# design 1

**Design 1: clock routing**

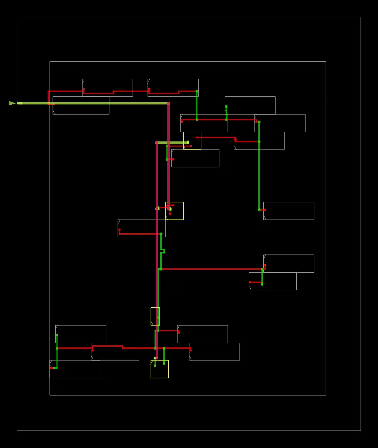

<file path="config.mk">
export PLATFORM = sky130hd
export DESIGN_NAME = fifo_bit_reader
export DESIGN_NICKNAME = d
export VERILOG_FILES = /design/src/rtl/fifo_bit_reader.sv
export SDC_FILE = /design/constraint.sdc
export NUM_CORES = 1
export LEC_CHECK = 0
export ABC_CLOCK_PERIOD_IN_PS = 1400
export CAP_MARGIN = 10
export CORE_ASPECT_RATIO = 1.25
export CORE_MARGIN = 5
export CORE_UTILIZATION = 40
export DETAILED_ROUTE_END_ITERATION = 12
export PLACE_DENSITY = 0.75
export RECOVER_POWER = 100
export SETUP_SLACK_MARGIN = 0.2
export SLEW_MARGIN = 10
export SYNTH_ARGS = -nofsm -noshare
export SYNTH_HDL_FRONTEND = slang
export SYNTH_SLANG_ARGS = --single-unit
export TNS_END_PERCENT = 50
</file>
<file path="constraint.sdc">
create_clock -name clk -period 1.4 [get_ports clk]
set_input_delay 0.28 -clock clk [delete_from_list [all_inputs] [get_ports clk]]
set_output_delay 0.28 -clock clk [all_outputs]
set_load 0.005 [all_outputs]
</file>
<file path="src/rtl/fifo_bit_reader.sv">
// fifo_bit_reader
// ---------------
// Drain side of the single-bit FIFO in the USB3300 sniffer. The block pops
// one bit at a time from the FIFO while it is non-empty and not busy. It
// packs WIDTH bits LSB-first (the first bit popped lands in O_DATA[0]) and
// offers the finished word downstream on a valid/ready handshake.
//
// Optional feature (compile-time macro FIFO_READER_FLUSH_EN):
//   If the macro is defined, a partial word is emitted after FLUSH_CYCLES
//   consecutive empty cycles in IDLE. That word has o_partial=1 and
//   o_nbits = number of captured bits. If the macro is undefined, no flush
//   counter is built, o_partial is tied to 0, and a partial word waits
//   indefinitely.
//
// Ports:
//   clk        in   system clock, all state on the rising edge
//   reset      in   synchronous active-high reset
//   I_BIT      in   FIFO read data (valid POP_LAT cycles after the pop)
//   empty      in   FIFO empty flag
//   busy       in   FIFO busy flag
//   pop        out  one-cycle pop request to the FIFO
//   O_DATA     out  assembled word
//   o_valid    out  O_DATA is valid (registered)
//   i_ready    in   downstream accepts the word
//   o_partial  out  word is short (flush only)
//   o_nbits    out  number of valid bits in O_DATA
module fifo_bit_reader #(
  parameter int WIDTH        = 8,
  parameter int POP_LAT      = 2,
  parameter int FLUSH_CYCLES = 64
) (
  input  logic                         clk,
  input  logic                         reset,
  input  logic                         I_BIT,
  input  logic                         empty,
  input  logic                         busy,
  output logic                         pop,
  output logic [WIDTH-1:0]             O_DATA,
  output logic                         o_valid,
  input  logic                         i_ready,
  output logic                         o_partial,
  output logic [$clog2(WIDTH+1)-1:0]   o_nbits
);

  localparam int NB = $clog2(WIDTH + 1);
  localparam int LW = $clog2(POP_LAT + 1);

  typedef enum logic [1:0] {IDLE, POP, WAIT, VALID} state_t;

  state_t           state_q, state_d;
  logic [NB-1:0]    bitcnt_q, bitcnt_d;
  logic [LW-1:0]    lat_q, lat_d;
  logic [WIDTH-1:0] data_q, data_d;
  logic [NB-1:0]    nbits_q, nbits_d;
  logic             pop_req;
  logic             lat_done;
  logic [WIDTH-1:0] bit_sel;

`ifdef FIFO_READER_FLUSH_EN
  localparam int FW = $clog2(FLUSH_CYCLES + 1);
  logic [FW-1:0]    flush_q, flush_d;
  logic             partial_q, partial_d;
`endif

  // One-hot decode of the bit position the next captured bit goes to.
  for (genvar gi = 0; gi < WIDTH; gi++) begin : g_sel
    assign bit_sel[gi] = (bitcnt_q == NB'(gi));
  end

  // lat_q counts WAIT cycles already spent. The current WAIT cycle is the
  // POP_LAT-th one when lat_q reaches POP_LAT-1. From then on the counter
  // saturates while busy holds the capture off.
  assign lat_done = (lat_q >= LW'(POP_LAT - 1));

  always_comb begin
    state_d  = state_q;
    bitcnt_d = bitcnt_q;
    lat_d    = lat_q;
    data_d   = data_q;
    nbits_d  = nbits_q;
    pop_req  = 1'b0;
`ifdef FIFO_READER_FLUSH_EN
    flush_d   = '0;
    partial_d = partial_q;
`endif
    case (state_q)
      IDLE: begin
        if (!empty && !busy) begin
          state_d = POP;
        end
`ifdef FIFO_READER_FLUSH_EN
        else if (empty && (bitcnt_q != '0)) begin
          if (flush_q == FW'(FLUSH_CYCLES - 1)) begin
            // Upper bits are already zero because the word is cleared on
            // every transfer.
            state_d   = VALID;
            partial_d = 1'b1;
            nbits_d   = bitcnt_q;
          end else begin
            flush_d = flush_q + FW'(1);
          end
        end
`endif
      end
      POP: begin
        // Re-check the flags so that pop can never coincide with empty or
        // busy, even if the flags moved since IDLE sampled them.
        if (empty || busy) begin
          state_d = IDLE;
        end else begin
          pop_req = 1'b1;
          lat_d   = '0;
          state_d = WAIT;
        end
      end
      WAIT: begin
        if (!lat_done) begin
          lat_d = lat_q + LW'(1);
        end else if (!busy) begin
          data_d   = (data_q & ~bit_sel) | (bit_sel & {WIDTH{I_BIT}});
          bitcnt_d = bitcnt_q + NB'(1);
          if (bitcnt_q == NB'(WIDTH - 1)) begin
            state_d = VALID;
            nbits_d = NB'(WIDTH);
          end else begin
            state_d = IDLE;
          end
        end
      end
      VALID: begin
        if (i_ready) begin
          state_d  = IDLE;
          bitcnt_d = '0;
          data_d   = '0;
          nbits_d  = '0;
`ifdef FIFO_READER_FLUSH_EN
          partial_d = 1'b0;
`endif
        end
      end
      default: state_d = IDLE;
    endcase
  end

  always_ff @(posedge clk) begin
    if (reset) begin
      state_q  <= IDLE;
      bitcnt_q <= '0;
      lat_q    <= '0;
      data_q   <= '0;
      nbits_q  <= '0;
`ifdef FIFO_READER_FLUSH_EN
      flush_q   <= '0;
      partial_q <= 1'b0;
`endif
    end else begin
      state_q  <= state_d;
      bitcnt_q <= bitcnt_d;
      lat_q    <= lat_d;
      data_q   <= data_d;
      nbits_q  <= nbits_d;
`ifdef FIFO_READER_FLUSH_EN
      flush_q   <= flush_d;
      partial_q <= partial_d;
`endif
    end
  end

  // pop is a decode of registered state; it is masked during reset so that
  // a reset landing in POP never reaches the FIFO.
  assign pop     = pop_req && !reset;
  assign O_DATA  = data_q;
  assign o_valid = (state_q == VALID);
  assign o_nbits = nbits_q;
`ifdef FIFO_READER_FLUSH_EN
  assign o_partial = partial_q;
`else
  assign o_partial = 1'b0;
`endif

endmodule

</file>
# design 2

--- src/rtl/irq_latch.sv ---
// Interrupt request front end. It synchronises three request lines and latches them as
// pending flags, using either rising-edge or level capture, for the IRQ priority encoder.
module irq_latch #(
    parameter int SYNC_STAGES = 2,   // legal range 2..4
    parameter bit EDGE_MODE   = 1'b1
) (
    input  logic       CLK,
    input  logic       RST_N,
    input  logic [2:0] REQ,
    input  logic [2:0] MASK,
    input  logic       ACK,
    input  logic [1:0] ACK_ID,
    output logic       IRQ3,
    output logic       IRQ2,
    output logic       IRQ1,
    output logic [2:0] PEND,
    output logic [2:0] OVF,
    output logic       ANY
);

    // ACK is a one-cycle strobe with no ready/valid handshake. ACK_ID names the line
    // (1..3, 0 = none). It takes effect at the next rising CLK edge.

    logic [2:0] r_sync [SYNC_STAGES];
    logic [2:0] r_pend;
    logic [2:0] r_ovf;
    logic [2:0] w_s;
    logic [2:0] w_clr;

    always_ff @(posedge CLK) begin
        if (!RST_N) begin
            for (int i = 0; i < SYNC_STAGES; i++) begin
                r_sync[i] <= 3'b000;
            end
        end else begin
            r_sync[0] <= REQ;
            for (int i = 1; i < SYNC_STAGES; i++) begin
                r_sync[i] <= r_sync[i-1];
            end
        end
    end

    assign w_s = r_sync[SYNC_STAGES-1];

    always_comb begin
        w_clr = 3'b000;
        for (int i = 0; i < 3; i++) begin
            w_clr[i] = ACK && (ACK_ID == 2'(i + 1));
        end
    end

    generate
        if (EDGE_MODE) begin : g_edge
            logic [2:0] r_hist;
            logic [2:0] w_rise;

            assign w_rise = w_s & ~r_hist;

            // A rise that coincides with the ACK replaces the acknowledged event and
            // is not counted as an overrun.
            always_ff @(posedge CLK) begin
                if (!RST_N) begin
                    r_hist <= 3'b000;
                    r_pend <= 3'b000;
                    r_ovf  <= 3'b000;
                end else begin
                    r_hist <= w_s;
                    for (int i = 0; i < 3; i++) begin
                        if (w_rise[i]) begin
                            if (!r_pend[i]) begin
                                r_pend[i] <= 1'b1;
                            end else if (!w_clr[i]) begin
                                r_ovf[i] <= 1'b1;
                            end
                        end else if (w_clr[i] && r_pend[i]) begin
                            r_pend[i] <= 1'b0;
                            r_ovf[i]  <= 1'b0;
                        end
                    end
                end
            end
        end else begin : g_level
            always_ff @(posedge CLK) begin
                if (!RST_N) begin
                    r_pend <= 3'b000;
                    r_ovf  <= 3'b000;
                end else begin
                    r_pend <= w_s;
                    r_ovf  <= 3'b000;
                end
            end
        end
    endgenerate

    assign IRQ3 = r_pend[2] & MASK[2];
    assign IRQ2 = r_pend[1] & MASK[1];
    assign IRQ1 = r_pend[0] & MASK[0];
    assign ANY  = IRQ3 | IRQ2 | IRQ1;
    assign PEND = r_pend;
    assign OVF  = r_ovf;

endmodule

--- config.mk ---
export PLATFORM = sky130hd
export DESIGN_NAME = irq_latch
export DESIGN_NICKNAME = d
export VERILOG_FILES = /design/src/rtl/irq_latch.sv
export SDC_FILE = /design/constraint.sdc
export NUM_CORES = 1
export LEC_CHECK = 0
export CAP_MARGIN = 20
export CORE_MARGIN = 8
export CORE_UTILIZATION = 40
export CTS_CLUSTER_SIZE = 20
export DETAILED_ROUTE_END_ITERATION = 6
export PLACE_DENSITY_LB_ADDON = 0.05
export SETUP_SLACK_MARGIN = 0.2
export SYNTH_ARGS = -nofsm -noshare
export SYNTH_HDL_FRONTEND = slang
export SYNTH_SLANG_ARGS = --single-unit
--- constraint.sdc ---
create_clock -name CLK -period 1.6 [get_ports CLK]
set_input_delay 0.32 -clock CLK [delete_from_list [all_inputs] [get_ports CLK]]
set_output_delay 0.32 -clock CLK [all_outputs]
set_load 0.02 [all_outputs]
# design 3

File: config.mk
export PLATFORM = sky130hd
export DESIGN_NAME = sar_value_finder
export DESIGN_NICKNAME = d
export VERILOG_FILES = /design/src/rtl/sar_value_finder_pkg.sv /design/src/rtl/sar_value_finder.sv
export SDC_FILE = /design/constraint.sdc
export NUM_CORES = 1
export LEC_CHECK = 0
export ABC_AREA = 1
export CORE_UTILIZATION = 53
export DETAILED_ROUTE_END_ITERATION = 8
export PLACE_DENSITY = 0.93
export SYNTH_ARGS = -nofsm -noshare
export SYNTH_HDL_FRONTEND = slang
export SYNTH_SLANG_ARGS = --single-unit
File: constraint.sdc
create_clock -name clk -period 2.55 [get_ports clk]
set_input_delay 0.51 -clock clk [delete_from_list [all_inputs] [get_ports clk]]
set_output_delay 0.51 -clock clk [all_outputs]
set_load 0.01 [all_outputs]
File: src/rtl/sar_value_finder_pkg.sv
// Shared definitions for the successive-approximation value finder:
// FSM state codes, comparator verdict codes and the worst-case latency.
package sar_value_finder_pkg;

    localparam logic [2:0] ST_IDLE    = 3'd0;
    localparam logic [2:0] ST_DRIVE   = 3'd1;
    localparam logic [2:0] ST_SAMPLE  = 3'd2;
    localparam logic [2:0] ST_VDRIVE  = 3'd3;
    localparam logic [2:0] ST_VSAMPLE = 3'd4;
    localparam logic [2:0] ST_DONE    = 3'd5;

    // Verdicts are packed as {L, E, G}.
    localparam logic [2:0] CMP_LT = 3'b100;
    localparam logic [2:0] CMP_EQ = 3'b010;
    localparam logic [2:0] CMP_GT = 3'b001;

    // Cycles from the accepted start to the done pulse for a full search plus verify.
    function automatic int searchLatency(input int width);
        return 2 * width + 3;
    endfunction

endpackage

File: src/rtl/sar_value_finder.sv
// MSB-first successive-approximation controller that drives trial words into an
// external magnitude comparator and converges on its hidden unsigned target.
import sar_value_finder_pkg::*;

module sar_value_finder #(
    parameter int WIDTH = 4
) (
    input  logic             clk,
    input  logic             rst,
    input  logic             start,
    input  logic             cmp_L,
    input  logic             cmp_E,
    input  logic             cmp_G,
    output logic [WIDTH-1:0] trial,
    output logic             busy,
    output logic             done,
    output logic [WIDTH-1:0] result,
    output logic             found,
    output logic             err,
    output logic [2:0]       stateDbg
);

    localparam int IDXW = (WIDTH > 1) ? $clog2(WIDTH) : 1;
    localparam logic [IDXW-1:0]  IDX_TOP = IDXW'(WIDTH - 1);
    localparam logic [WIDTH-1:0] ONE     = WIDTH'(1);
    localparam logic [WIDTH-1:0] TOP_BIT = ONE << (WIDTH - 1);

    logic [2:0]       state;
    logic [IDXW-1:0]  idx;
    logic [2:0]       verdict;
    logic             verdictLegal;
    logic [WIDTH-1:0] bitMask;
    logic [WIDTH-1:0] keptTrial;
    logic [WIDTH-1:0] stepTrial;

    assign verdict      = {cmp_L, cmp_E, cmp_G};
    assign verdictLegal = (verdict == CMP_LT) || (verdict == CMP_EQ) || (verdict == CMP_GT);
    assign bitMask      = ONE << idx;
    // A "greater" verdict means the bit under test overshoots; drop it, then probe the next bit down.
    assign keptTrial    = (verdict == CMP_GT) ? (trial & ~bitMask) : trial;
    assign stepTrial    = keptTrial | (bitMask >> 1);
    assign stateDbg     = state;

    always_ff @(posedge clk) begin
        if (rst) begin
            state  <= ST_IDLE;
            idx    <= IDX_TOP;
            trial  <= '0;
            busy   <= 1'b0;
            done   <= 1'b0;
            result <= '0;
            found  <= 1'b0;
            err    <= 1'b0;
        end else begin
            done <= 1'b0;
            case (state)
                ST_IDLE: begin
                    if (start) begin
                        trial <= TOP_BIT;
                        idx   <= IDX_TOP;
                        found <= 1'b0;
                        err   <= 1'b0;
                        busy  <= 1'b1;
                        state <= ST_DRIVE;
                    end
                end
                ST_DRIVE: state <= ST_SAMPLE;
                ST_SAMPLE: begin
                    if (!verdictLegal) begin
                        err    <= 1'b1;
                        found  <= 1'b0;
                        result <= '0;
                        busy   <= 1'b0;
                        done   <= 1'b1;
                        state  <= ST_DONE;
                    end else if (verdict == CMP_EQ) begin
                        found  <= 1'b1;
                        result <= trial;
                        busy   <= 1'b0;
                        done   <= 1'b1;
                        state  <= ST_DONE;
                    end else begin
                        trial <= stepTrial;
                        if (idx != '0) begin
                            idx   <= idx - 1'b1;
                            state <= ST_DRIVE;
                        end else begin
                            state <= ST_VDRIVE;
                        end
                    end
                end
                ST_VDRIVE: state <= ST_VSAMPLE;
                ST_VSAMPLE: begin
                    // The accumulated word is reported either way; found says whether it matched.
                    if (!verdictLegal) begin
                        err    <= 1'b1;
                        found  <= 1'b0;
                        result <= '0;
                    end else begin
                        err    <= 1'b0;
                        found  <= (verdict == CMP_EQ);
                        result <= trial;
                    end
                    busy  <= 1'b0;
                    done  <= 1'b1;
                    state <= ST_DONE;
                end
                ST_DONE: begin
                    trial <= '0;
                    state <= ST_IDLE;
                end
                default: state <= ST_IDLE;
            endcase
        end
    end

endmodule


## Gallery

Ports around the boundary.
picture 1
Drawn at 8 px/micron. Pins as bars across the die edge, other pins in gray.
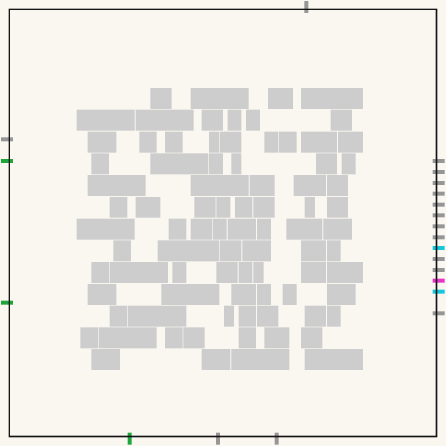
picture 2
Drawn at 6 px/micron. Pins as bars across the die edge, other pins in gray.
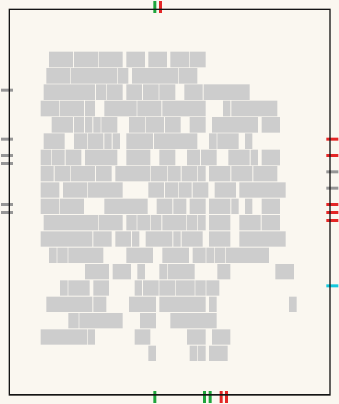
picture 3
Drawn at 8 px/micron. Pins as bars across the die edge, other pins in gray.
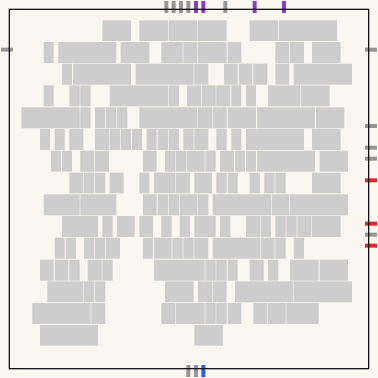
design 2 -> picture 1
design 3 -> picture 3
design 1 -> picture 2
The one with the largest die is picture 2.
The one with the smallest die is picture 3.

Key to picture 3:
| color | port | pins | direction | edge |
|---|---|---|---|---|
| purple | result | 4 | output | top |
| red | stateDbg | 3 | output | right |
| blue | cmp_L | 1 | input | bottom |
all pins by edge: 9 top, 8 right, 3 bottom, 1 left

**Design 1: signal wires by layer**

Drawn at 4 px/micron.
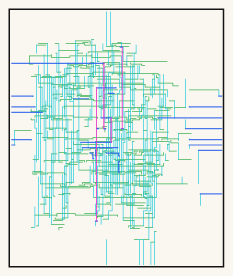
| color | layer | wire length |
|---|---|---|
| cyan | M2 | 1470 microns |
| magenta | M4 | 76.2 microns |
| blue | M3 | 149 microns |
| green | M1 | 1010 microns |
Total GRT Usage: 16.9%
routed wire length per instance: 14.5 microns
DRT Wirelength: 2700 microns

**Design 1: cell density map**

Drawn at 6 px/micron. The die is cut into 5 by 6 equal tiles; black is low, pale yellow is high, 0 to 100% covered.
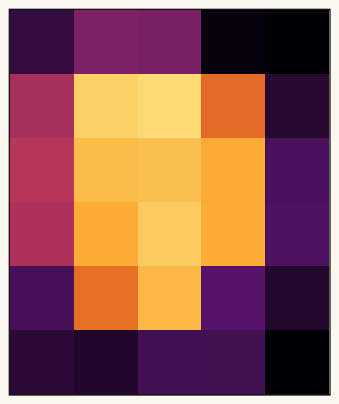
fullest tile: 92%
mean over tiles: 43%
emptiest ninth of the die: bottom right
nearly empty tiles: 10%
densest ninth of the die: middle
tiles over 75% full: 30%
core box area: 0.00221 sq mm
pre-placement core utilization: 42.2%
fin util: 68.0%

Notes on 'clock routing' of design 1 above:
cts bufs inserted: 3
clk_buf instances: 4
flip-flops: 17

==> flow_summary.json, design 1 <==
{
  "status": "complete, but fails checks",
  "violations": "negative setup slack",
  "setup_slack_ns": -0.0871,
  "final-comb-area_sq_um": 654,
  "areaGrowthSynthToFinish_pct": 61.1,
  "cts_resized": 57,
  "fmax_ghz": 0.672,
  "synth.area.top_cells": "dfxtp_1, ha_1, a21oi_1, nand2_1, mux2i_1",
  "finalSetupViolations": 16,
  "xor_area_share_pct": 0.938,
  "totalPowerFinal_mw": 0.876,
  "p_per_area_mw_per_mm2": 582,
  "top_power_group": "registers",
  "dieHeight_microns": 64.0,
  "min_period_over_period_pct": 106,
  "endpoint": "lat_q[1]",
  "final_layout_size_suffix_gt1_share_pct": 45.8,
  "num_rows": 19,
  "synth_area_sq_um": 933,
  "comb_cell_power_mw": 0.113,
  "ys_warn_count": 0,
  "drt-pass1-iter-count": 5
}
-- design 1: synthesized netlist by cell type --
cell / n
o21a_1: 2
or3b_1: 1
nor4b_2: 1
a21oi_1: 11
a21oi_2: 1
xnor2_1: 1
conb_1: 1
dfxtp_1: 17
o31ai_1: 1
nor3b_1: 2
nand2b_1: 2
o22ai_1: 1
and2_1: 2
nand2_1: 12
nor3_1: 6
or2_2: 1
o211ai_1: 2
buf_2: 1
buf_6: 1
ha_1: 5
nor2b_1: 2
o21ai_2: 1
nand4_1: 1
a21boi_0: 1
o32ai_1: 1
inv_1: 6
and3b_1: 1
mux2i_1: 4
nor3_2: 1
or3_1: 1
clkbuf_1: 1
nor2_1: 5
a31oi_1: 4
nand3_1: 5
buf_4: 4
nand3b_1: 2
-- design 1: cells in the final DEF, fill, tap and decap left out, types with 4 or more instances in the layout --
cell / Yosys / final
a21oi_1: 11 / 7
a21oi_2: 1 / 5
buf_4: 4 / 16
buf_6: 1 / 12
conb_1: 1 / 4
dfxtp_1: 17 / 5
dfxtp_2: 0 / 11
dlygate4sd2_1: 0 / 11
ha_1: 5 / 4
mux2i_1: 4 / 4
nand2_1: 12 / 11
nand3_2: 0 / 4
nor2_1: 5 / 5
**Design 2: signal wires by layer**

Drawn at 4 px/micron.
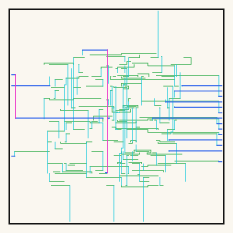
| color | layer | wire length |
|---|---|---|
| magenta | M4 | 41.5 microns |
| blue | M3 | 136 microns |
| green | M1 | 603 microns |
| cyan | M2 | 417 microns |
Total GRT Usage: 9.77%
DRT Wirelength: 1200 microns

==> flow_summary.json, design 2 <==
{
  "grt_pass1_wl_microns": 1950,
  "whs_endpoint": "r_sync[0][4]",
  "path_clk_slew_ns": 0.09,
  "cp_num_cells": 4,
  "min_period_over_period_pct": 89.8,
  "top_cell_area_share_pct": 54.2,
  "port_buffers": 20,
  "use_met1_pct": 10.9,
  "avgSynthCellArea_sq_um": 9.90,
  "cts_buffers": 3,
  "startpoint": "PEND[1]",
  "p_per_area_mw_per_mm2": 884,
  "crit_path_start_kind": "register",
  "ys_warn_count": 0,
  "ff2ff_setup_slack_ns": 0.76,
  "flop_cell": "dfxtp_1",
  "final_core_util_pct": 62.8,
  "grt-ovfl-total": 0,
  "dieHeight_microns": 53.2,
  "status": "completed",
  "grt_util_met2_pct": 12.9,
  "cp_cell_sequence": "and2_4 -> nor3_2 -> inv_1 -> buf_6",
  "synth_nets": 67,
  "areaGrowthSynthToFinish_pct": 47.4
}
-- design 2: power breakdown --
part	total, mW	leakage [nW]	switching, mW	internal [mW]
clock	0.214	0.0177	0.121	0.0929
combinational	0.109	0.245	0.0496	0.0598
sequential	0.399	0.124	0.00755	0.391
-- design 2: routing by layer --
| metal | vias to the layer above | routed length, microns |
|---|---|---|
| li1 | 245 | - |
| met1 | 189 | 603 |
| met2 | 20 | 416 |
| met3 | 5 | 136 |
| met4 | 0 | 41 |
| met5 | - | 0 |
-- design 2: state kept, by name, indices dropped and copies added (netlist names) --
register,cells
r_sync,6
OVF,3
PEND,3
g_edge.r_hist,3
-- design 2: cells by family (layout without fill, tap and decap cells) --
kind of cell           Yosys count  count (layout)  share of synthesized area [%]
AOI/OAI and AO/OA               13              13                           14.4
buffers and inverters            4              32                           4.06
DFF                             15              15                           54.2
and+or+nand+nor                 24              24                           27.3
-- design 2: layout make-up --
type	count	area, sq um	share of cell area [%]
Inverter	3	11.3	1.38
Tap cell	15	18.8	2.30
Sequential cell	15	303	37.1
Timing Repair Buffer	25	218	26.6
Multi-Input combinational cell	37	239	29.2
Clock buffer	3	22.5	2.76
Clock inverter	1	5.00	0.613
**Design 3: signal wires by layer**

Drawn at 6 px/micron.
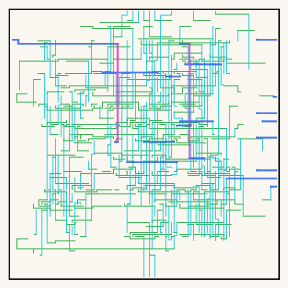
| color | layer | wire length |
|---|---|---|
| magenta | M4 | 35.4 microns |
| green | M1 | 955 microns |
| blue | M3 | 85.7 microns |
| cyan | M2 | 1080 microns |
Total GRT Usage: 23.1%
DRT Wirelength: 2160 microns
routed wire length per instance: 11.5 microns
routed vias: 957

**Design 3: cell density map**

Drawn at 8 px/micron. The die is cut into 9 by 9 equal tiles; black is low, pale yellow is high, 0 to 100% covered.
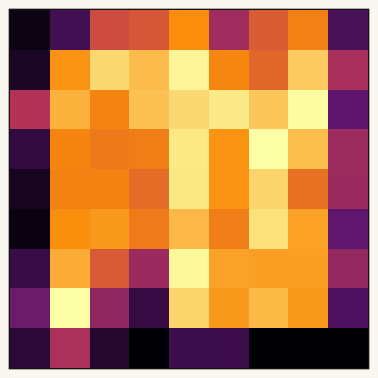
fullest tile: 100%
tiles over 75% full: 42%
nearly empty tiles: 4.9%
mean over tiles: 58%
fin util: 69.6%
core box area: 0.00173 sq mm
pre-placement core utilization: 56.1%

==> flow_summary.json, design 3 <==
{
  "p_comb_share_pct": 32.5,
  "flop_cell": "dfxtp_1",
  "status": "completed",
  "ys_warn_count": 0,
  "tool_warnings": 29,
  "netlist_instances": 142,
  "yosysTopAreaCell": "dfxtp_1",
  "seq_share_pct": 28.3,
  "cp_max_fo": 7,
  "ff_count": 17,
  "p_clk_share_pct": 21.6,
  "synth_nets": 152,
  "postRouteAntennaNets": 0,
  "grt_util_met2_pct": 38.8,
  "insertion_delay_ns": 0.30,
  "hold_depth": 2,
  "synthAdderAreaFrac_pct": 5.17,
  "grt_pass1_wl_microns": 3340,
  "p_per_area_mw_per_mm2": 577,
  "largestClassByArea": "logic gates",
  "comb_cell_power_mw": 0.225,
  "finalSetupViolations": 0,
  "post-route-drc-count": 0,
  "top_power_group": "registers",
  "crit_path_start_kind": "register",
  "synth_cell_type_count": 20,
  "switching_share_pct": 35.7,
  "critPathBufInv": 1,
  "taps": 25,
  "common_cells": "nand2_1, nand3_1, inv_1",
  "slowest_stage": "clkdlybuf4s50_1",
  "n_all_buffers": 20,
  "crit_arrival_ns": 1.42,
  "fin_nets": 174,
  "pin_count": 21,
  "antenna_cells": 0,
  "h-tree-depth": 1,
  "rsz0062_at_grt": "no",
  "fmax_ghz": 0.519
}
==> design 3: worst min path at each step <==
stage | start | end | slack, ns
2_1_floorplan | idx[1] | idx[1] | 0.48
3_3_place_gp | err | err | 0.46
3_5_place_dp | err | err | 0.47
4_1_cts | err | err | 0.49
5_1_grt | err | err | 0.49
6_report | err | err | 0.49
==> design 3: layout by cell type, fill, tap and decap left out <==
cell type        instances
nand2_1                 33
nand3_1                 25
inv_1                   23
clkdlybuf4s50_1         20
dfxtp_1                 17
nor2_1                  11
a21oi_1                  9
o21ai_0                  5
ha_1                     4
nand2_2                  3
clkbuf_4                 3
nor3_4                   1
nand3_4                  1
nand2_4                  1
nand3b_2                 1
nor3_1                   1
nand4_1                  1
a31oi_1                  1
nor2_2                   1
or2_2                    1
clkinv_2                 1
==> design 3: through the flow <==
step | std cells | area [sq um] | power (mW)
CTS | 188 | 1200 | 0.691
global placement | 184 | 1170 | 0.537
finish | 188 | 1200 | 0.693
detailed placement | 184 | 1170 | 0.547
global route | 188 | 1200 | 0.739
floorplan | 142 | 968 | 0.474
==> design 3: layer usage <==
metal,up-vias,share of wire [%]
li1,495,-
met1,432,44
met2,26,50
met3,4,3.9
met4,0,1.6
met5,-,0


==> gallery <==
Cell classes on the final placement.
(a)
Drawn at 6 px/micron.
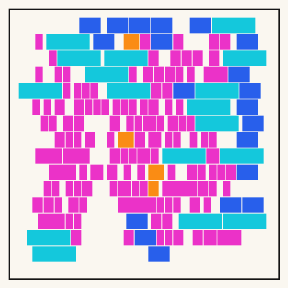
(b)
Drawn at 4 px/micron.
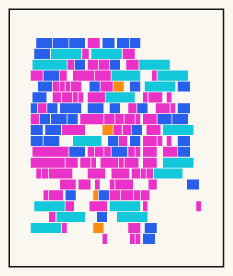
(c)
Drawn at 4 px/micron.
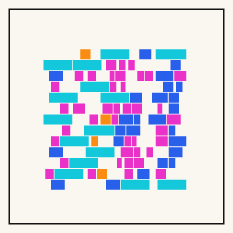
(b): design 1
(a): design 3
(c): design 2
Of these, smallest die: (a)
Of these, fewest cells: (c)

Key to (a):
| color | class | cells | share of their area |
|---|---|---|---|
| cyan | registers | 17 | 29% |
| magenta | remaining logic cells | 122 | 51% |
| orange | clock drivers and dummy loads | 4 | 2.4% |
| blue | remaining buffers and delay cells | 20 | 17% |

Power is estimated from default activity; no workload was simulated.
